==================== alu_shift_sequencer
<file path="config.mk">
export PLATFORM = sky130hd
export DESIGN_NAME = alu_shift_sequencer
export DESIGN_NICKNAME = d
export VERILOG_FILES = /design/src/rtl/alu_shift_sequencer.sv
export SDC_FILE = /design/constraint.sdc
export NUM_CORES = 1
export LEC_CHECK = 0
export CAP_MARGIN = 5
export CORE_ASPECT_RATIO = 1.1
export CORE_MARGIN = 5
export CORE_UTILIZATION = 51
export CTS_CLUSTER_DIAMETER = 50
export DETAILED_ROUTE_END_ITERATION = 6
export GPL_TIMING_DRIVEN = 0
export HOLD_SLACK_MARGIN = 0.03
export PLACE_DENSITY = 0.91
export SLEW_MARGIN = 20
export SYNTH_ARGS = -nofsm -noshare
export SYNTH_HDL_FRONTEND = slang
export SYNTH_SLANG_ARGS = --single-unit
</file>
<file path="constraint.sdc">
create_clock -name clk -period 5.7 [get_ports clk]
set_clock_uncertainty 0.15 [all_clocks]
set_input_delay 1.425 -clock clk [delete_from_list [all_inputs] [get_ports clk]]
set_output_delay 1.425 -clock clk [all_outputs]
set_load 0.05 [all_outputs]
</file>
<file path="src/rtl/alu_shift_sequencer.sv">
// Shift-ALU initiator: registers requests, drives the ALU, queues results in order.
// Optional amount-range checking is enabled by defining ALU_SHIFT_SEQ_AMT_CHECK_EN.
module alu_shift_sequencer #(
  parameter int WIDTH   = 16,
  parameter int OP_W    = 4,
  parameter int ALU_LAT = 0,
  parameter int DEPTH   = 2
) (
  input  logic             clk,
  input  logic             rst_n,
  input  logic             req_valid,
  output logic             req_ready,
  input  logic [WIDTH-1:0] req_a,
  input  logic [WIDTH-1:0] req_b,
  input  logic [OP_W-1:0]  req_op,
  output logic [WIDTH-1:0] alu_a,
  output logic [WIDTH-1:0] alu_b,
  output logic [OP_W-1:0]  alu_op,
  output logic             alu_en,
  input  logic [WIDTH-1:0] alu_result,
  output logic             rsp_valid,
  input  logic             rsp_ready,
  output logic [WIDTH-1:0] rsp_data,
  output logic [OP_W-1:0]  rsp_op,
  output logic             rsp_err,
  output logic             busy
);

  localparam int AW = (DEPTH > 1) ? $clog2(DEPTH) : 1;
  localparam int CW = $clog2(DEPTH + 1);
  localparam logic [AW-1:0] LAST = AW'(DEPTH - 1);
  localparam logic [CW-1:0] FULL = CW'(DEPTH);
  localparam logic [1:0] LAT_LAST = 2'((ALU_LAT > 0) ? ALU_LAT - 1 : 0);

  typedef enum logic [1:0] {
    S_IDLE,
    S_ISSUE,
    S_WAIT
  } state_t;

  state_t state;
  logic [1:0] lat_cnt;

  logic             hold_vld;
  logic [WIDTH-1:0] hold_data;
  logic [OP_W-1:0]  hold_op;

  logic [WIDTH-1:0] mem_data [DEPTH];
  logic [OP_W-1:0]  mem_op   [DEPTH];
  logic [AW-1:0]    wr_ptr;
  logic [AW-1:0]    rd_ptr;
  logic [CW-1:0]    count;
  logic [CW-1:0]    occ;

  logic             accept;
  logic             sample;
  logic             pop;
  logic [WIDTH-1:0] b_eff;
  logic [WIDTH-1:0] res;

`ifdef ALU_SHIFT_SEQ_AMT_CHECK_EN
  localparam int WP1 = WIDTH + 1;
  localparam logic [OP_W-1:0] OP_SLL = OP_W'(6);
  localparam logic [OP_W-1:0] OP_SAR = OP_W'(7);
  localparam logic [OP_W-1:0] OP_ROL = OP_W'(8);
  localparam logic [OP_W-1:0] OP_ROR = OP_W'(9);
  localparam logic [WIDTH:0] WV = WP1'(WIDTH);

  logic             big;
  logic             rot;
  logic             fix;
  logic             force_q;
  logic             err_q;
  logic             hold_err;
  logic [WIDTH-1:0] force_val;
  logic             mem_err [DEPTH];

  always_comb begin
    big   = {1'b0, req_b} >= WV;
    rot   = (req_op == OP_ROL) || (req_op == OP_ROR);
    fix   = (req_op == OP_SLL) || (req_op == OP_SAR);
    b_eff = (big && rot) ? WIDTH'({1'b0, req_b} % WV) : req_b;
    res   = force_q ? force_val : alu_result;
  end

  // Out-of-range SLL/SAR results are decided at accept; the ALU still runs.
  always_ff @(posedge clk or negedge rst_n) begin
    if (!rst_n) begin
      force_q   <= 1'b0;
      err_q     <= 1'b0;
      force_val <= '0;
    end else if (accept) begin
      force_q   <= big && fix;
      err_q     <= big && (fix || rot);
      force_val <= (req_op == OP_SAR && req_a[WIDTH-1]) ? '1 : '0;
    end
  end

  always_ff @(posedge clk or negedge rst_n) begin
    if (!rst_n) begin
      hold_err <= 1'b0;
      for (int i = 0; i < DEPTH; i++) mem_err[i] <= 1'b0;
    end else begin
      if (sample) hold_err <= err_q;
      if (hold_vld) mem_err[wr_ptr] <= hold_err;
    end
  end

  assign rsp_err = rsp_valid & mem_err[rd_ptr];
`else
  assign b_eff   = req_b;
  assign res     = alu_result;
  assign rsp_err = 1'b0;
`endif

  assign occ       = count + CW'(hold_vld);
  assign req_ready = rst_n && (state == S_IDLE) && (occ < FULL);
  assign accept    = req_valid && req_ready;
  assign sample    = ((state == S_ISSUE) && (ALU_LAT == 0)) ||
                     ((state == S_WAIT) && (lat_cnt == LAT_LAST));
  assign rsp_valid = (count != '0);
  assign pop       = rsp_valid && rsp_ready;
  assign rsp_data  = rsp_valid ? mem_data[rd_ptr] : '0;
  assign rsp_op    = rsp_valid ? mem_op[rd_ptr] : '0;
  assign busy      = (state != S_IDLE) || rsp_valid || hold_vld;

  always_ff @(posedge clk or negedge rst_n) begin
    if (!rst_n) begin
      state   <= S_IDLE;
      lat_cnt <= 2'd0;
      alu_a   <= '0;
      alu_b   <= '0;
      alu_op  <= '0;
      alu_en  <= 1'b0;
    end else begin
      unique case (state)
        S_IDLE: begin
          if (accept) begin
            alu_a  <= req_a;
            alu_b  <= b_eff;
            alu_op <= req_op;
            alu_en <= 1'b1;
            state  <= S_ISSUE;
          end
        end
        S_ISSUE: begin
          lat_cnt <= 2'd0;
          if (ALU_LAT == 0) begin
            state  <= S_IDLE;
            alu_a  <= '0;
            alu_b  <= '0;
            alu_op <= '0;
            alu_en <= 1'b0;
          end else begin
            state <= S_WAIT;
          end
        end
        S_WAIT: begin
          if (lat_cnt == LAT_LAST) begin
            state  <= S_IDLE;
            alu_a  <= '0;
            alu_b  <= '0;
            alu_op <= '0;
            alu_en <= 1'b0;
          end else begin
            lat_cnt <= lat_cnt + 2'd1;
          end
        end
        default: state <= S_IDLE;
      endcase
    end
  end

  // One-cycle holding stage between the ALU sample and the FIFO write.
  always_ff @(posedge clk or negedge rst_n) begin
    if (!rst_n) begin
      hold_vld  <= 1'b0;
      hold_data <= '0;
      hold_op   <= '0;
    end else begin
      hold_vld <= sample;
      if (sample) begin
        hold_data <= res;
        hold_op   <= alu_op;
      end
    end
  end

  always_ff @(posedge clk or negedge rst_n) begin
    if (!rst_n) begin
      wr_ptr <= '0;
      rd_ptr <= '0;
      count  <= '0;
      for (int i = 0; i < DEPTH; i++) begin
        mem_data[i] <= '0;
        mem_op[i]   <= '0;
      end
    end else begin
      if (hold_vld) begin
        mem_data[wr_ptr] <= hold_data;
        mem_op[wr_ptr]   <= hold_op;
        wr_ptr <= (wr_ptr == LAST) ? '0 : wr_ptr + AW'(1);
      end
      if (pop) rd_ptr <= (rd_ptr == LAST) ? '0 : rd_ptr + AW'(1);
      unique case ({hold_vld, pop})
        2'b10:   count <= count + CW'(1);
        2'b01:   count <= count - CW'(1);
        default: count <= count;
      endcase
    end
  end

endmodule

</file>
==================== mult32x32_seq_unit
### src/rtl/mult32x32_seq_unit.sv
// Sequential unsigned WIDTH x WIDTH multiplier, one 8x16 partial product per STEP cycle.
// Optional MULT_ZERO_SKIP_EN: a zero operand bypasses STEP and finishes in one cycle.
module mult32x32_seq_unit #(
   parameter int unsigned WIDTH = 32
) (
   input  logic                           clk,
   input  logic                           rst_n,
   input  logic                           start,
   input  logic [WIDTH-1:0]               a,
   input  logic [WIDTH-1:0]               b,
   output logic                           busy,
   output logic                           valid,
   output logic [2*WIDTH-1:0]             product,
   output logic [$clog2(WIDTH/8)-1:0]     a_sel,
   output logic                           b_sel,
   output logic [$clog2(2*WIDTH)-1:0]     shift_val,
   output logic                           upd_prod,
   output logic                           clr_prod
);

   localparam int unsigned A_STEPS = WIDTH / 8;
   localparam int unsigned B_STEPS = WIDTH / 16;
   localparam int unsigned STEPS   = A_STEPS * B_STEPS;
   localparam int unsigned ASW     = $clog2(A_STEPS);
   localparam int unsigned CW      = ASW + 1;
   localparam int unsigned SHW     = $clog2(2 * WIDTH);
   localparam logic [CW-1:0] LAST  = CW'(STEPS - 1);

   localparam logic [1:0] S_IDLE = 2'd0;
   localparam logic [1:0] S_STEP = 2'd1;
   localparam logic [1:0] S_DONE = 2'd2;

   logic [1:0]         state_q, state_d;
   logic [CW-1:0]      cnt_q, cnt_d;
   logic [WIDTH-1:0]   a_q, a_d, b_q, b_d;
   logic [2*WIDTH-1:0] prod_q, prod_d;

   logic [ASW-1:0]     a_idx;
   logic               b_idx;
   logic [7:0]         a_byte;
   logic [15:0]        b_half;
   logic [23:0]        pp;
   logic [SHW-1:0]     shift_w;
   logic [2*WIDTH-1:0] pp_shifted;
   logic               in_step;

   assign a_idx      = cnt_q[ASW-1:0];
   assign b_idx      = cnt_q[CW-1];
   assign a_byte     = a_q[8*a_idx +: 8];
   assign b_half     = b_q[16*b_idx +: 16];
   assign pp         = {16'b0, a_byte} * {8'b0, b_half};
   assign shift_w    = SHW'(8 * int'(a_idx) + 16 * int'(b_idx));
   assign pp_shifted = {{(2*WIDTH-24){1'b0}}, pp} << shift_w;
   assign in_step    = (state_q == S_STEP);

   always_comb begin
      state_d = state_q;
      cnt_d   = cnt_q;
      a_d     = a_q;
      b_d     = b_q;
      prod_d  = prod_q;
      case (state_q)
         S_IDLE: begin
            if (start) begin
               a_d    = a;
               b_d    = b;
               prod_d = '0;
               cnt_d  = '0;
`ifdef MULT_ZERO_SKIP_EN
               state_d = ((a == '0) || (b == '0)) ? S_DONE : S_STEP;
`else
               state_d = S_STEP;
`endif
            end
         end
         S_STEP: begin
            prod_d = prod_q + pp_shifted;
            cnt_d  = cnt_q + CW'(1);
            if (cnt_q == LAST) state_d = S_DONE;
         end
         S_DONE:  state_d = S_IDLE;
         default: state_d = S_IDLE;
      endcase
   end

   always_ff @(posedge clk or negedge rst_n) begin
      if (!rst_n) begin
         state_q <= S_IDLE;
         cnt_q   <= '0;
         a_q     <= '0;
         b_q     <= '0;
         prod_q  <= '0;
      end else begin
         state_q <= state_d;
         cnt_q   <= cnt_d;
         a_q     <= a_d;
         b_q     <= b_d;
         prod_q  <= prod_d;
      end
   end

   // clr_prod is the only output fed by an input; gate it so reset forces it low too
   assign clr_prod  = (state_q == S_IDLE) && start && rst_n;
   assign busy      = (state_q == S_STEP) || (state_q == S_DONE);
   assign valid     = (state_q == S_DONE);
   assign upd_prod  = in_step;
   assign a_sel     = in_step ? a_idx : '0;
   assign b_sel     = in_step ? b_idx : 1'b0;
   assign shift_val = in_step ? shift_w : '0;
   assign product   = prod_q;

endmodule
### config.mk
export PLATFORM = sky130hd
export DESIGN_NAME = mult32x32_seq_unit
export DESIGN_NICKNAME = d
export VERILOG_FILES = /design/src/rtl/mult32x32_seq_unit.sv
export SDC_FILE = /design/constraint.sdc
export NUM_CORES = 1
export LEC_CHECK = 0
export ABC_AREA = 1
export CORE_ASPECT_RATIO = 1.25
export CORE_UTILIZATION = 50
export CTS_BUF_LIST = sky130_fd_sc_hd__clkbuf_16
export DETAILED_ROUTE_END_ITERATION = 8
export GPL_TIMING_DRIVEN = 0
export PLACE_DENSITY = 0.75
export SYNTH_ARGS = -nofsm -noshare
export SYNTH_HDL_FRONTEND = slang
export SYNTH_SLANG_ARGS = --single-unit
### constraint.sdc
create_clock -name clk -period 8.6 [get_ports clk]
set_clock_uncertainty 0.05 [all_clocks]
set_input_delay 1.29 -clock clk [delete_from_list [all_inputs] [get_ports clk]]
set_output_delay 1.29 -clock clk [all_outputs]
set_load 0.03 [all_outputs]
==================== cla_pipe_add32
<file path="config.mk">
export PLATFORM = sky130hd
export DESIGN_NAME = cla_pipe_add32
export DESIGN_NICKNAME = d
export VERILOG_FILES = /design/src/rtl/cla_pkg.sv /design/src/rtl/cla16_core.sv /design/src/rtl/cla_pipe_add32.sv
export SDC_FILE = /design/constraint.sdc
export NUM_CORES = 1
export LEC_CHECK = 0
export CAP_MARGIN = 20
export CORE_UTILIZATION = 50
export CTS_CLUSTER_DIAMETER = 150
export DETAILED_ROUTE_END_ITERATION = 10
export PLACE_DENSITY = 0.84
export SYNTH_ARGS = -nofsm -noshare
export SYNTH_HDL_FRONTEND = slang
export SYNTH_SLANG_ARGS = --single-unit
</file>
<file path="constraint.sdc">
create_clock -name clk -period 5.9 [get_ports clk]
set_input_delay 0.59 -clock clk [delete_from_list [all_inputs] [get_ports clk]]
set_output_delay 0.59 -clock clk [all_outputs]
set_load 0.01 [all_outputs]
</file>
<file path="src/rtl/cla_pkg.sv">
// Shared widths and payload types for the pipelined CLA adder.
// Types here match the default HALF_W; the top re-derives them from its own parameters.
package cla_pkg;
  localparam int CLA_HALF_W = 16;
  localparam int CLA_GRP_W  = 4;

  typedef logic [CLA_HALF_W-1:0] half_t;

  typedef struct packed {
    half_t a_hi;
    half_t b_hi;
    half_t sum_lo;
    logic  c16;
  } s1_pay_t;
endpackage

</file>
<file path="src/rtl/cla16_core.sv">
// Combinational HALF_W-bit carry-lookahead adder.
// Two lookahead levels: bit P/G -> group PG/GG -> group carries; no ripple between groups.
module cla16_core
  import cla_pkg::*;
#(
  parameter int HALF_W = CLA_HALF_W,
  parameter int GRP_W  = CLA_GRP_W
) (
  input  logic [HALF_W-1:0] a,
  input  logic [HALF_W-1:0] b,
  input  logic              cin,
  output logic [HALF_W-1:0] sum,
  output logic              cout,
  output logic              c_msb
);
  localparam int NGRP = HALF_W / GRP_W;

  logic [HALF_W-1:0] w_p, w_g, w_c;
  logic [NGRP-1:0]   w_gp, w_gg;
  logic [NGRP:0]     w_gc;

  assign w_p = a ^ b;
  assign w_g = a & b;

  // Every carry is built as an explicit sum of products over the level below.
  always_comb begin
    logic v_t;
    logic v_c;
    w_gp = '0;
    w_gg = '0;
    w_gc = '0;
    w_c  = '0;
    v_t  = 1'b0;
    v_c  = 1'b0;
    for (int gi = 0; gi < NGRP; gi++) begin
      w_gp[gi] = &w_p[gi*GRP_W +: GRP_W];
      for (int j = 0; j < GRP_W; j++) begin
        v_t = w_g[gi*GRP_W + j];
        for (int k = j + 1; k < GRP_W; k++) v_t = v_t & w_p[gi*GRP_W + k];
        w_gg[gi] = w_gg[gi] | v_t;
      end
    end
    w_gc[0] = cin;
    for (int gi = 1; gi <= NGRP; gi++) begin
      v_t = cin;
      for (int k = 0; k < gi; k++) v_t = v_t & w_gp[k];
      v_c = v_t;
      for (int j = 0; j < gi; j++) begin
        v_t = w_gg[j];
        for (int k = j + 1; k < gi; k++) v_t = v_t & w_gp[k];
        v_c = v_c | v_t;
      end
      w_gc[gi] = v_c;
    end
    for (int gi = 0; gi < NGRP; gi++) begin
      for (int bi = 0; bi < GRP_W; bi++) begin
        v_t = w_gc[gi];
        for (int k = 0; k < bi; k++) v_t = v_t & w_p[gi*GRP_W + k];
        v_c = v_t;
        for (int j = 0; j < bi; j++) begin
          v_t = w_g[gi*GRP_W + j];
          for (int k = j + 1; k < bi; k++) v_t = v_t & w_p[gi*GRP_W + k];
          v_c = v_c | v_t;
        end
        w_c[gi*GRP_W + bi] = v_c;
      end
    end
  end

  assign sum   = w_p ^ w_c;
  assign cout  = w_gc[NGRP];
  assign c_msb = w_c[HALF_W-1];
endmodule

</file>
<file path="src/rtl/cla_pipe_add32.sv">
// Two-stage valid/ready pipelined adder: low-half CLA in stage 1, high-half CLA in stage 2.
// The low-half carry-out is registered between stages.
module cla_pipe_add32
  import cla_pkg::*;
#(
  parameter int HALF_W = CLA_HALF_W,
  parameter int GRP_W  = CLA_GRP_W
) (
  input  logic                clk,
  input  logic                rst_n,
  input  logic                in_valid,
  output logic                in_ready,
  input  logic [2*HALF_W-1:0] in_a,
  input  logic [2*HALF_W-1:0] in_b,
  input  logic                in_cin,
  output logic                out_valid,
  input  logic                out_ready,
  output logic [2*HALF_W-1:0] out_sum,
  output logic                out_cout,
  output logic                out_ovf
);
  localparam int W = 2 * HALF_W;

  typedef struct packed {
    logic [HALF_W-1:0] a_hi;
    logic [HALF_W-1:0] b_hi;
    logic [HALF_W-1:0] sum_lo;
    logic              c16;
  } s1_t;

  // [1] = stage-1 valid, [2] = output valid
  logic [2:1]        r_vld_pipe;
  s1_t               r_s1;
  logic [W-1:0]      r_sum;
  logic              r_cout, r_ovf;

  logic              w_s2_adv, w_s1_adv;
  logic [HALF_W-1:0] w_sum_lo, w_sum_hi;
  logic              w_c16, w_cout_hi, w_cmsb_hi, w_unused_cmsb_lo;

  assign w_s2_adv = !r_vld_pipe[2] | out_ready;
  assign w_s1_adv = !r_vld_pipe[1] | w_s2_adv;
  assign in_ready = w_s1_adv;

  cla16_core #(.HALF_W(HALF_W), .GRP_W(GRP_W)) u_lo (
    .a     (in_a[HALF_W-1:0]),
    .b     (in_b[HALF_W-1:0]),
    .cin   (in_cin),
    .sum   (w_sum_lo),
    .cout  (w_c16),
    .c_msb (w_unused_cmsb_lo)
  );

  cla16_core #(.HALF_W(HALF_W), .GRP_W(GRP_W)) u_hi (
    .a     (r_s1.a_hi),
    .b     (r_s1.b_hi),
    .cin   (r_s1.c16),
    .sum   (w_sum_hi),
    .cout  (w_cout_hi),
    .c_msb (w_cmsb_hi)
  );

  always_ff @(posedge clk or negedge rst_n) begin
    if (!rst_n) begin
      r_vld_pipe <= '0;
    end else begin
      if (w_s1_adv) r_vld_pipe[1] <= in_valid;
      if (w_s2_adv) r_vld_pipe[2] <= r_vld_pipe[1];
    end
  end

  // Data only loads when a real beat moves, so unaccepted inputs never enter.
  always_ff @(posedge clk or negedge rst_n) begin
    if (!rst_n) begin
      r_s1 <= '0;
    end else if (w_s1_adv && in_valid) begin
      r_s1.a_hi   <= in_a[W-1:HALF_W];
      r_s1.b_hi   <= in_b[W-1:HALF_W];
      r_s1.sum_lo <= w_sum_lo;
      r_s1.c16    <= w_c16;
    end
  end

  always_ff @(posedge clk or negedge rst_n) begin
    if (!rst_n) begin
      r_sum  <= '0;
      r_cout <= 1'b0;
      r_ovf  <= 1'b0;
    end else if (w_s2_adv && r_vld_pipe[1]) begin
      r_sum  <= {w_sum_hi, r_s1.sum_lo};
      r_cout <= w_cout_hi;
      r_ovf  <= w_cmsb_hi ^ w_cout_hi;
    end
  end

  assign out_valid = r_vld_pipe[2];
  assign out_sum   = r_sum;
  assign out_cout  = r_cout;
  assign out_ovf   = r_ovf;
endmodule
</file>
==================== unidade_forwarding_n_flat
$ cat config.mk
export PLATFORM = sky130hd
export DESIGN_NAME = unidade_forwarding_n_flat
export DESIGN_NICKNAME = d
export VERILOG_FILES = /design/src/rtl/unidade_forwarding_n_if.sv /design/src/rtl/unidade_forwarding_n.sv /design/src/flat_wrapper.sv
export SDC_FILE = /design/constraint.sdc
export NUM_CORES = 1
export LEC_CHECK = 0
export ABC_AREA = 1
export CAP_MARGIN = 20
export CORE_ASPECT_RATIO = 0.5
export CORE_UTILIZATION = 46
export CTS_BUF_LIST = sky130_fd_sc_hd__clkbuf_4 sky130_fd_sc_hd__clkbuf_8 sky130_fd_sc_hd__clkbuf_16
export CTS_CLUSTER_DIAMETER = 50
export CTS_CLUSTER_SIZE = 20
export DETAILED_ROUTE_END_ITERATION = 6
export GPL_TIMING_DRIVEN = 0
export PLACE_DENSITY = 0.84
export SYNTH_ARGS = -nofsm -noshare
export SYNTH_HDL_FRONTEND = slang
export SYNTH_SLANG_ARGS = --single-unit
$ cat constraint.sdc
create_clock -name clock -period 2.4 [get_ports clock]
set_clock_uncertainty 0.2 [all_clocks]
set_input_delay 0.48 -clock clock [delete_from_list [all_inputs] [get_ports clock]]
set_output_delay 0.48 -clock clock [all_outputs]
set_load 0.02 [all_outputs]
$ cat src/rtl/unidade_forwarding_n_if.sv
// Bundle of operand, bypass and hazard signals between the ID/EX stage logic and
// the forwarding unit. The pipeline side uses master and the forwarding unit uses slave.
interface unidade_forwarding_n_if #(
  parameter int DATA_W     = 32,
  parameter int REG_ADDR_W = 5,
  parameter int NUM_SRC    = 2,
  parameter int CNT_W      = 16
);
  logic                          enable;
  logic                          clr_cnt;
  logic [NUM_SRC*REG_ADDR_W-1:0] src_addr;
  logic [NUM_SRC*DATA_W-1:0]     src_data;
  logic [REG_ADDR_W-1:0]         exmem_rd;
  logic                          exmem_we;
  logic [DATA_W-1:0]             exmem_data;
  logic [REG_ADDR_W-1:0]         memwb_rd;
  logic                          memwb_we;
  logic [DATA_W-1:0]             memwb_data;
  logic [REG_ADDR_W-1:0]         idex_rd;
  logic                          idex_is_load;
  logic [NUM_SRC*DATA_W-1:0]     operand;
  logic [NUM_SRC*2-1:0]          fwd_sel;
  logic                          valid_out;
  logic                          stall;
  logic [CNT_W-1:0]              cnt_fwd;
  logic [CNT_W-1:0]              cnt_stall;

  modport master (
    output enable, clr_cnt, src_addr, src_data,
           exmem_rd, exmem_we, exmem_data,
           memwb_rd, memwb_we, memwb_data,
           idex_rd, idex_is_load,
    input  operand, fwd_sel, valid_out, stall, cnt_fwd, cnt_stall
  );

  modport slave (
    input  enable, clr_cnt, src_addr, src_data,
           exmem_rd, exmem_we, exmem_data,
           memwb_rd, memwb_we, memwb_data,
           idex_rd, idex_is_load,
    output operand, fwd_sel, valid_out, stall, cnt_fwd, cnt_stall
  );
endinterface

$ cat src/rtl/unidade_forwarding_n.sv
// EX-stage forwarding and load-use hazard unit: picks each operand from the register
// file, EX/MEM or MEM/WB, registers it at ID/EX and counts forward/stall activity.
module unidade_forwarding_n #(
  parameter int DATA_W     = 32,
  parameter int REG_ADDR_W = 5,
  parameter int NUM_SRC    = 2,
  parameter int CNT_W      = 16
) (
  input logic                  clock,
  input logic                  reset_n,
  unidade_forwarding_n_if.slave bus
);

  localparam int SUM_W = CNT_W + $clog2(NUM_SRC + 1);
  localparam logic [SUM_W-1:0] CNT_MAX = {{(SUM_W-CNT_W){1'b0}}, {CNT_W{1'b1}}};

  logic [NUM_SRC*DATA_W-1:0] operand_sel, operand_d, operand_q;
  logic [NUM_SRC*2-1:0]      sel_cur, sel_d, sel_q;
  logic                      valid_d, valid_q;
  logic [CNT_W-1:0]          cnt_fwd_d, cnt_fwd_q;
  logic [CNT_W-1:0]          cnt_stall_d, cnt_stall_q;
  logic [SUM_W-1:0]          fwd_num, fwd_sum, stall_sum;
  logic                      stall;

  // EX/MEM is checked first so the younger result wins; register 0 never forwards.
  always_comb begin
    operand_sel = '0;
    sel_cur     = '0;
    fwd_num     = '0;
    stall       = 1'b0;
    for (int i = 0; i < NUM_SRC; i++) begin
      if (bus.exmem_we && (bus.exmem_rd != '0) &&
          (bus.exmem_rd == bus.src_addr[i*REG_ADDR_W +: REG_ADDR_W])) begin
        sel_cur[i*2 +: 2]              = 2'b10;
        operand_sel[i*DATA_W +: DATA_W] = bus.exmem_data;
        fwd_num                         = fwd_num + SUM_W'(1);
      end else if (bus.memwb_we && (bus.memwb_rd != '0) &&
                   (bus.memwb_rd == bus.src_addr[i*REG_ADDR_W +: REG_ADDR_W])) begin
        sel_cur[i*2 +: 2]              = 2'b01;
        operand_sel[i*DATA_W +: DATA_W] = bus.memwb_data;
        fwd_num                         = fwd_num + SUM_W'(1);
      end else begin
        sel_cur[i*2 +: 2]              = 2'b00;
        operand_sel[i*DATA_W +: DATA_W] = bus.src_data[i*DATA_W +: DATA_W];
      end
      if (bus.idex_is_load && (bus.idex_rd != '0) &&
          (bus.idex_rd == bus.src_addr[i*REG_ADDR_W +: REG_ADDR_W])) begin
        stall = 1'b1;
      end
    end
  end

  always_comb begin
    fwd_sum     = SUM_W'(cnt_fwd_q) + fwd_num;
    stall_sum   = SUM_W'(cnt_stall_q) + SUM_W'(1);
    operand_d   = operand_q;
    sel_d       = sel_q;
    valid_d     = valid_q;
    cnt_fwd_d   = cnt_fwd_q;
    cnt_stall_d = cnt_stall_q;
    if (bus.enable) begin
      // A stall freezes the operands and sends a bubble into EX instead.
      if (stall) begin
        valid_d     = 1'b0;
        cnt_stall_d = (stall_sum > CNT_MAX) ? {CNT_W{1'b1}} : stall_sum[CNT_W-1:0];
      end else begin
        operand_d = operand_sel;
        sel_d     = sel_cur;
        valid_d   = 1'b1;
        cnt_fwd_d = (fwd_sum > CNT_MAX) ? {CNT_W{1'b1}} : fwd_sum[CNT_W-1:0];
      end
    end
    if (bus.clr_cnt) begin
      cnt_fwd_d   = '0;
      cnt_stall_d = '0;
    end
  end

  always_ff @(posedge clock or negedge reset_n) begin
    if (!reset_n) begin
      operand_q   <= '0;
      sel_q       <= '0;
      valid_q     <= 1'b0;
      cnt_fwd_q   <= '0;
      cnt_stall_q <= '0;
    end else begin
      operand_q   <= operand_d;
      sel_q       <= sel_d;
      valid_q     <= valid_d;
      cnt_fwd_q   <= cnt_fwd_d;
      cnt_stall_q <= cnt_stall_d;
    end
  end

  assign bus.operand   = operand_q;
  assign bus.fwd_sel   = sel_q;
  assign bus.valid_out = valid_q;
  assign bus.stall     = stall;
  assign bus.cnt_fwd   = cnt_fwd_q;
  assign bus.cnt_stall = cnt_stall_q;

endmodule

$ cat src/flat_wrapper.sv
// flat-port wrapper written by rule: the top's interface ports become plain ports
module unidade_forwarding_n_flat 
#(
  parameter int DATA_W     = 32,
  parameter int REG_ADDR_W = 5,
  parameter int NUM_SRC    = 2,
  parameter int CNT_W      = 16
)
  (clock, reset_n, bus_enable, bus_clr_cnt, bus_src_addr, bus_src_data, bus_exmem_rd, bus_exmem_we, bus_exmem_data, bus_memwb_rd, bus_memwb_we, bus_memwb_data, bus_idex_rd, bus_idex_is_load, bus_operand, bus_fwd_sel, bus_valid_out, bus_stall, bus_cnt_fwd, bus_cnt_stall);
  unidade_forwarding_n_if #(.DATA_W(DATA_W), .REG_ADDR_W(REG_ADDR_W), .NUM_SRC(NUM_SRC), .CNT_W(CNT_W)) bus_i ();
  input logic clock;
  input logic reset_n;
  input wire logic [$bits(bus_i.enable)-1:0] bus_enable;
  input wire logic [$bits(bus_i.clr_cnt)-1:0] bus_clr_cnt;
  input wire logic [$bits(bus_i.src_addr)-1:0] bus_src_addr;
  input wire logic [$bits(bus_i.src_data)-1:0] bus_src_data;
  input wire logic [$bits(bus_i.exmem_rd)-1:0] bus_exmem_rd;
  input wire logic [$bits(bus_i.exmem_we)-1:0] bus_exmem_we;
  input wire logic [$bits(bus_i.exmem_data)-1:0] bus_exmem_data;
  input wire logic [$bits(bus_i.memwb_rd)-1:0] bus_memwb_rd;
  input wire logic [$bits(bus_i.memwb_we)-1:0] bus_memwb_we;
  input wire logic [$bits(bus_i.memwb_data)-1:0] bus_memwb_data;
  input wire logic [$bits(bus_i.idex_rd)-1:0] bus_idex_rd;
  input wire logic [$bits(bus_i.idex_is_load)-1:0] bus_idex_is_load;
  output wire logic [$bits(bus_i.operand)-1:0] bus_operand;
  output wire logic [$bits(bus_i.fwd_sel)-1:0] bus_fwd_sel;
  output wire logic [$bits(bus_i.valid_out)-1:0] bus_valid_out;
  output wire logic [$bits(bus_i.stall)-1:0] bus_stall;
  output wire logic [$bits(bus_i.cnt_fwd)-1:0] bus_cnt_fwd;
  output wire logic [$bits(bus_i.cnt_stall)-1:0] bus_cnt_stall;
  assign bus_i.enable = bus_enable;
  assign bus_i.clr_cnt = bus_clr_cnt;
  assign bus_i.src_addr = bus_src_addr;
  assign bus_i.src_data = bus_src_data;
  assign bus_i.exmem_rd = bus_exmem_rd;
  assign bus_i.exmem_we = bus_exmem_we;
  assign bus_i.exmem_data = bus_exmem_data;
  assign bus_i.memwb_rd = bus_memwb_rd;
  assign bus_i.memwb_we = bus_memwb_we;
  assign bus_i.memwb_data = bus_memwb_data;
  assign bus_i.idex_rd = bus_idex_rd;
  assign bus_i.idex_is_load = bus_idex_is_load;
  assign bus_operand = bus_i.operand;
  assign bus_fwd_sel = bus_i.fwd_sel;
  assign bus_valid_out = bus_i.valid_out;
  assign bus_stall = bus_i.stall;
  assign bus_cnt_fwd = bus_i.cnt_fwd;
  assign bus_cnt_stall = bus_i.cnt_stall;
  unidade_forwarding_n #(.DATA_W(DATA_W), .REG_ADDR_W(REG_ADDR_W), .NUM_SRC(NUM_SRC), .CNT_W(CNT_W)) u_core (.clock(clock), .reset_n(reset_n), .bus(bus_i));
endmodule
cla_pipe_add32, M3 wires:
Scale: 3 px per um. Cells faint in the background.
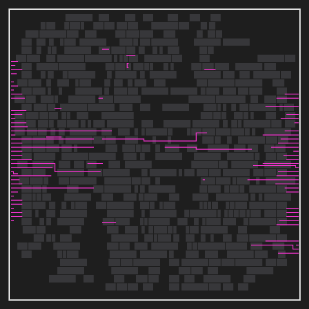
main direction: horizontal
share of all routed wire: 6.5%
nets with wire on the layer: 72
longest straight run: 33.4 um
wire length on this layer: 568 um
global routing usage on met3: 0.0493
wire length reported by the detailed router: 8730 um
overall via count from detail_route: 3,117

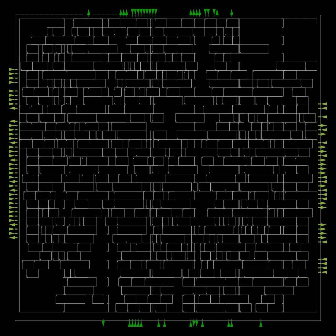
cla_pipe_add32: placement view
share of the core filled with cells in the final layout: 0.672
number of filler instances in the final layout: 700
flip-flops: 85
# rows: 34
core region area: 0.00868 mm2

==> run summary, cla_pipe_add32 <==
Notes from the flow run.

Placed design:
- The run gives the total instance count after detailed placement as 572.
- The run puts the placement-stage cell area at 0.00559 mm2.
- The run puts the tally of buffers added on design ports at 104.

GRT:
- The run gives the first-pass GRT wire length as approximately 14,000 um.
- The run puts the number of antenna violations at the first check in global routing at 0.
- The run gives the number of global-route vias before repair as 3,139.

Finish:
- The run gives the cell area after layout as a little under 0.006 mm2.
- The run gives the relative area of clock buffers and inverters in the final design as 0.0367.
- The run gives the fraction of final layout cells sized beyond drive strength 1 as 0.167.
- The run gives the antenna diode count as 0.
- The run gives the most instantiated logic cell after routing as sky130_fd_sc_hd__clkdlybuf4s50_1.

Worst setup path:
- The run gives the slowest library cell on the worst path as sky130_fd_sc_hd__a221o_1.

Clocking:
- The run puts the post-cts hold buffer count at 0.
- Per the CTS log, the root buffer master is sky130_fd_sc_hd__clkbuf_8.
- The run puts the deepest level of the CTS H-tree at 3.
- The longest clock path from root to sink contains 2 buffers.

Run status:
- The flow ran to the end, and the final reports show no timing, DRC or antenna violations.
[cla_pipe_add32: final timing paths]
| path | startpoint | to | slack, ps | depth (start not counted) |
|---|---|---|---|---|
| max | in_a[2] | r_s1[16] | 2790 | 13 |
| min | rst_n | r_s1[26] | 50 | 1 |
| max reg2reg | r_s1[17] | out_sum[31] | 3330 | 12 |
| min reg2reg | r_s1[8] | r_s1[8] | 480 | 2 |
| max in group asynchronous | rst_n | r_s1[30] | 5260 | 2 |
| min in group clk | r_s1[8] | r_s1[8] | 480 | 2 |
[cla_pipe_add32: kinds of logic (layout without fill, tap and decap cells)]
family | count (synthesis) | in the layout
multiplexers | 57 | 57
XOR/XNOR | 24 | 24
AND/OR/NAND/NOR | 66 | 66
adder cells (fa/ha/maj) | 48 | 48
AND-OR/OR-AND | 72 | 72
flip-flops | 85 | 85
buffers and inverters | 18 | 128
[cla_pipe_add32: registers in the layout, indices dropped and copies added (netlist names)]
name,flops
out_ovf,1
r_vld_pipe,2
r_s1,49
out_sum,32
out_cout,1
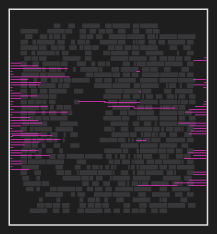
alu_shift_sequencer: M3 wires
Scale: 2 px per um. Cells faint in the background.
wire length on this layer: 646 um
main direction: horizontal
share of all routed wire: 7.1%
longest straight run: 29.2 um
nets with wire on the layer: 68

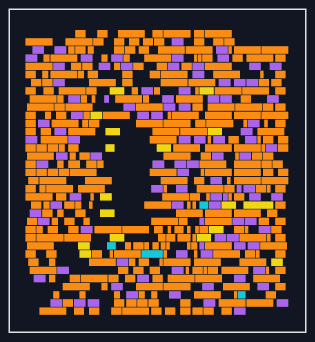
alu_shift_sequencer: drive-strength map
Scale: 3 px per um.
legend:
  x2:
    color: purple
    cells: 100
    share: 22%
    most_used: mux2_2
  x1 and smaller:
    color: orange
    cells: 325
    share: 73%
    most_used: clkdlybuf4s50_1
  x3 and x4:
    color: cyan
    cells: 4
    share: 0.90%
    most_used: clkinv_4
  x6 and larger:
    color: yellow
    cells: 17
    share: 3.8%
    most_used: clkbuf_8

==> run summary, alu_shift_sequencer <==
Notes from the flow run.

Run status:
- The flow ran to the end, and the final reports show no timing, DRC or antenna violations.

Synthesis:
- Of the synthesized area, sequential elements account for 0.583.
- The run gives the area reported by Yosys stat as 0.00438 mm2.
- The run gives the largest area contributor in the synthesized netlist as sky130_fd_sc_hd__dfrtp_1.

GRT:
- The layer flagged by global routing as most heavily used is met2.
- The run gives the number of global-route vias before repair as about 3,200.
- The run puts the first-pass GRT wire length at 15,500 um.

Drt:
- The run puts the total via count after detailed routing at 2,777.
- Wires add up to 9150 um.
- Signal nets in the final route climb as high as met4.
- The run gives the post-detailed-route DRC marker count as 0.
- The script logs the mean routed wire length per placed instance as 16.4 um.
- The run gives the routed length on met3 as between 600 and 700 um.

Finish:
- The run gives the non-clock buffer contribution to total cell area as 0.218.
- The run gives the post-route non-filler standard cell count as 557.
- The run gives the multi-input logic area as 0.00171 mm2.
- The run puts the area added between synthesis and finish at 34.3%.

Clocking:
- In the CTS report, the clock slew at the register clock pins of the worst setup and hold paths is listed as 90 ps.
- In this run the number of H-tree levels came out at 3.

Floorplanning:
- The floorplan has 35 rows.
- The run puts the I/O pin count at 117.
- After floorplanning, the core was sized to cover between 0.008 and 0.009 mm2.

Min path:
- The most critical min-delay path falls under reg2reg.

Worst setup path:
- The run puts the largest fanout on the critical path at around 84.

Placed design:
- The run puts the total instance count after detailed placement at 541.
-- alu_shift_sequencer: path summary, 6_finish.rpt --
| path | to | slack (ps) | cells after the start |
|---|---|---|---|
| max | req_ready | 900 | 5 |
| min | hold_vld | 340 | 0 |
| min reg2reg | hold_vld | 340 | 0 |
| max reg2reg | alu_b[14] | 3540 | 4 |
| min in group asynchronous | hold_data[11] | 750 | 1 |
| max in group asynchronous | hold_vld | 3990 | 2 |
-- alu_shift_sequencer: registers in the layout (all words and copies together) (netlist names) --
signal	cells
alu_a	16
alu_b	16
hold_vld	1
alu_en	1
count	2
hold_op	4
mem_op	8
hold_data	16
wr_ptr	1
alu_op	4
rd_ptr	1
mem_data	32
-- alu_shift_sequencer: cells by family after synthesis --
group,count (synthesis)
flops,102
xor+xnor,5
mux,116
compound gates,3
other cells,1
simple gates,64
fa+ha+maj,1
buf+inv,22
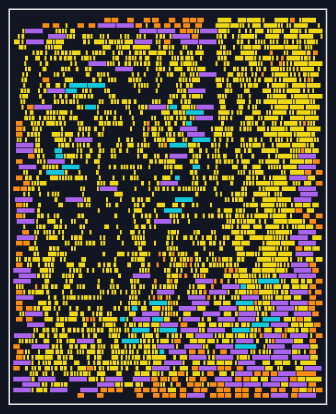
mult32x32_seq_unit: cells colored by class
Scale: 2 px per um.
legend:
  remaining buffers and delay cells:
    color: orange
    cells: 197
    share_of_their_area: 9.7%
  clock drivers and dummy loads:
    color: cyan
    cells: 32
    share_of_their_area: 3.6%
  registers:
    color: purple
    cells: 133
    share_of_their_area: 19%
  remaining logic cells:
    color: yellow
    cells: 1,976
    share_of_their_area: 68%
final std cell area, no fill: 0.0179 mm2
# rows: 70
core region area: 0.0295 mm2
fraction of area in registers: 0.186

==> run summary, mult32x32_seq_unit <==
Notes from the flow run.

Run status:
- The flow ran to the end, and the final reports show no timing, DRC or antenna violations.

Clocking:
- The run gives the total of cells resized after clock tree synthesis as 2.
- The run gives the number of setup buffers added after CTS as 0.
- The run gives the deepest level of the CTS H-tree as 4.
- Per the CTS log, the root buffer master is sky130_fd_sc_hd__clkbuf_16.

Worst setup path:
- STA classifies the critical path startpoint as a flop.
- The run gives the slowest library cell on the worst path as sky130_fd_sc_hd__mux2i_2.
- The run gives the number of cells traversed by the worst register-to-register path as 31.
- STA classifies the critical path endpoint as a flop.
- The critical path maximum fanout is 10.

Timing:
- The run puts the number of endpoints failing setup at the final stage at 0.
- The run puts the final period demand of the worst path at 8230 ps.
- The run gives the transition time at the pin with the least slew margin as 961 ps.

Floorplanning:
- The die covers roughly 0.031 mm2.
- The run gives the I/O pin count as 144.

Finish:
- In the final layout, the multi-input gates occupy 0.0106 mm2.
- The run gives the final net count as 2,590.
- The run gives the buffer count excluding the clock tree in the final layout as 197.
- The final design was reported to hold multi-input combinational gates totalling 1,670.
- By area, the class that comes first in the final layout consists of multi-input combinational cells.

Synthesis:
- The run gives the share of the synthesized area in the top cell type as 0.219.
- The run gives the area fraction in full adders, half adders and majority gates as 0.205.

Drt:
- The run gives the count of antenna-violating nets left after detailed routing as 0.

Job:
- Warnings raised by the tools during the run amount to 29.

Placed design:
- Input and output buffers added on the ports amount to 140.
-- mult32x32_seq_unit: metrics by stage --
step,setup WS (ps),utilization,instance area [um2]
final,367,0.607,17900
after floorplan,2120,-,15200
after global routing,-65.7,0.607,17900
after detailed placement,-66.8,0.580,17100
after CTS,14.6,0.601,17700
after global placement,-115,0.579,17100
-- mult32x32_seq_unit: sequential cells by signal, indices dropped and copies added, names as in the netlist --
| name | flops |
|---|---|
| a_q | 32 |
| product | 64 |
| b_q | 32 |
| cnt_q | 3 |
| state_q | 2 |
-- mult32x32_seq_unit: worst paths after layout --
check	to	start	slack (ps)
max	product[51]	cnt_q[2]	370
min	b_q[31]	b_q[31]	450
max reg2reg	product[51]	cnt_q[2]	370
min reg2reg	b_q[31]	b_q[31]	450
max in group asynchronous	product[52]	rst_n	6900
min in group asynchronous	b_q[27]	rst_n	760
-- mult32x32_seq_unit: per-layer routing --
layer / vias to the layer above / global-route usage / part of all wire
li1: 7315 / - / -
met1: 7246 / 0.401 / 0.36
met2: 615 / 0.680 / 0.50
met3: 241 / 0.0543 / 0.051
met4: 0 / 0.314 / 0.089
met5: - / 0 / 0
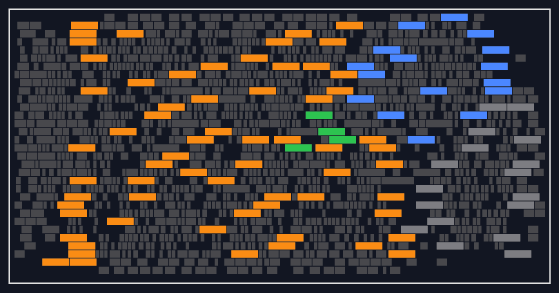
unidade_forwarding_n_flat: sequential cells grouped by signal name
Scale: 3 px per um. Other sequential cells in the stronger gray, the rest of the logic in the fainter gray.
legend:
  `u_core.bus.fwd_sel`:
    color: green
    placed_flops: 4
    where: center
  `u_core.bus.operand`:
    color: orange
    placed_flops: 64
  `u_core.bus.cnt_fwd`:
    color: blue
    placed_flops: 16
    where: north-east
not colored: 17

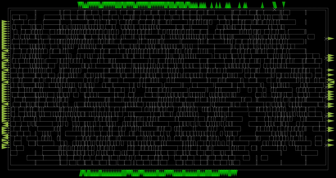
unidade_forwarding_n_flat: placement view
core region area: 0.0154 mm2
share of the core filled with cells in the final layout: 0.709

==> run summary, unidade_forwarding_n_flat <==
Notes from the flow run.

Timing:
- The run puts the worst setup slack after layout at -672 ps.
- The run puts the number of endpoints failing setup at the final stage at 16.

Run status:
- The final reports fail on design-rule violations, negative setup slack.
- The flow ran to the end, but the final reports show violations.

Finish:
- The library cell used most frequently in the layout, excluding fill and tap cells, is sky130_fd_sc_hd__nand2_1.
- The run gives the number of multi-input logic gates as around 860.

Synthesis:
- The run gives the area fraction in full adders, half adders and majority gates as 0.0114.
- The run gives the most numerous cell in the Yosys netlist as sky130_fd_sc_hd__nand2_1.
- Per the post-synthesis stats, the area per cell is 6.24 um2.

Drt:
- Summing over every cut layer, the via total after detailed routing is 8,729.
- The run puts the post-detailed-route DRC marker count at 8.

GRT:
- The run puts the first-pass GRT wire length at 41,600 um.

Worst setup path:
- The run gives the arrival time of the worst setup path as 3160 ps.
- According to the timing report, the critical path is launched from bus_memwb_rd[1].

Floorplanning:
- The run puts the inserted tap cell count at a little over 200.
unidade_forwarding_n_flat: metal layers:
layer / share of wire / track usage
met1: 0.41 / 0.397
met2: 0.48 / 0.542
met3: 0.073 / 0.0585
met4: 0.041 / 0.142
met5: 0 / 0
unidade_forwarding_n_flat: stage by stage:
stage / hold WS (ps) / setup TNS, ps / cells
2_1_floorplan: -15.6 / -11400 / 1164
3_3_place_gp: 264 / -385410 / 1627
3_5_place_dp: 267 / -54410 / 1628
4_1_cts: 287 / -8540 / 1670
5_1_grt: 307 / -12060 / 1670
6_report: 283 / -9780 / 1670
unidade_forwarding_n_flat: sequential cells by signal (all words and copies together), names as in the netlist:
register and cells:
u_core.bus.valid_out 1, u_core.bus.cnt_stall 16, u_core.bus.operand 64, u_core.bus.cnt_fwd 16, u_core.bus.fwd_sel 4
unidade_forwarding_n_flat: worst max-delay path, delay by kind of cell:
kind | cells | cell delay (ps)
and+or+nand+nor | 14 | 1240
buffers and inverters | 7 | 610
adders and majority gates | 3 | 860


==> notes/layouts.md <==
Pictures saved along the way, in no particular order.

Cells colored by class.
panel A
Scale: 4 px per um.
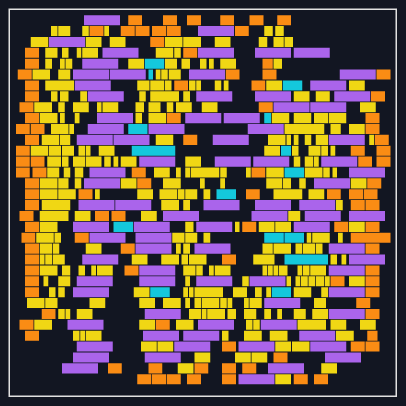
panel B
Scale: 4 px per um.
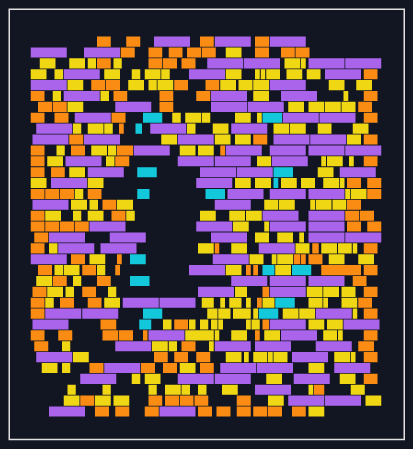
panel C
Scale: 3 px per um.
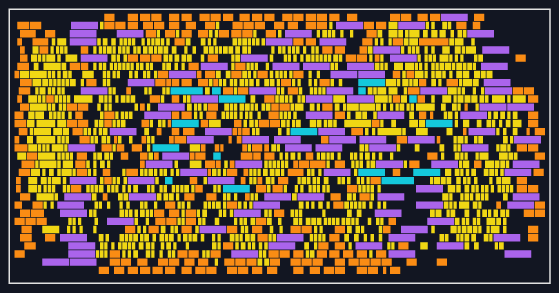
The one with the largest die is panel C.
Panel B is alu_shift_sequencer.
Panel C is unidade_forwarding_n_flat.
Panel A is cla_pipe_add32.


==> screenshots <==
Drive-strength map.
(a)
Scale: 4 px per um.
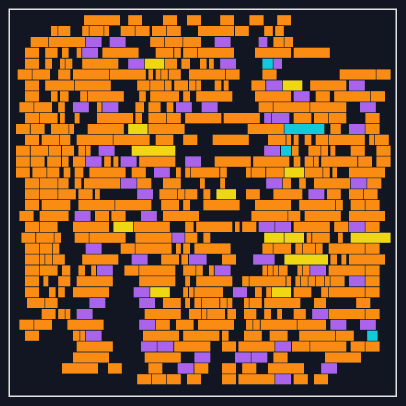
(b)
Scale: 3 px per um.
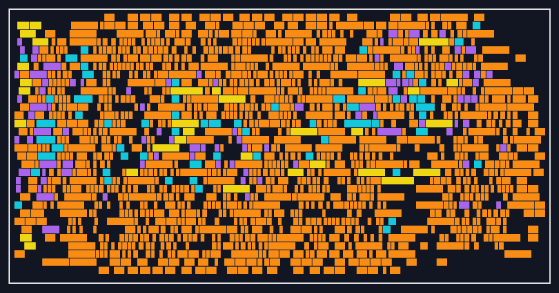
(c)
Scale: 2 px per um.
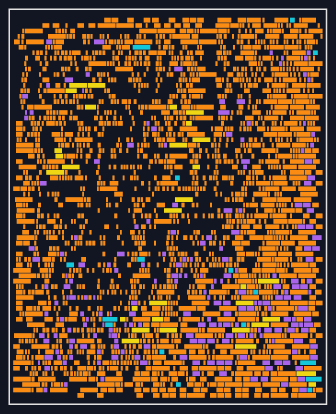
| from | picture |
|---|---|
| cla_pipe_add32 | (a) |
| mult32x32_seq_unit | (c) |
| unidade_forwarding_n_flat | (b) |
The one with the largest die is (c).

Key to (c):
legend:
  x3 and x4:
    color: cyan
    cells: 16
    share: 0.68%
    most_used: buf_4
  x6 and larger:
    color: yellow
    cells: 32
    share: 1.4%
    most_used: clkbuf_16
  x2:
    color: purple
    cells: 209
    share: 8.9%
    most_used: mux2_2
  x1 and smaller:
    color: orange
    cells: 2,081
    share: 89%
    most_used: nand2_1

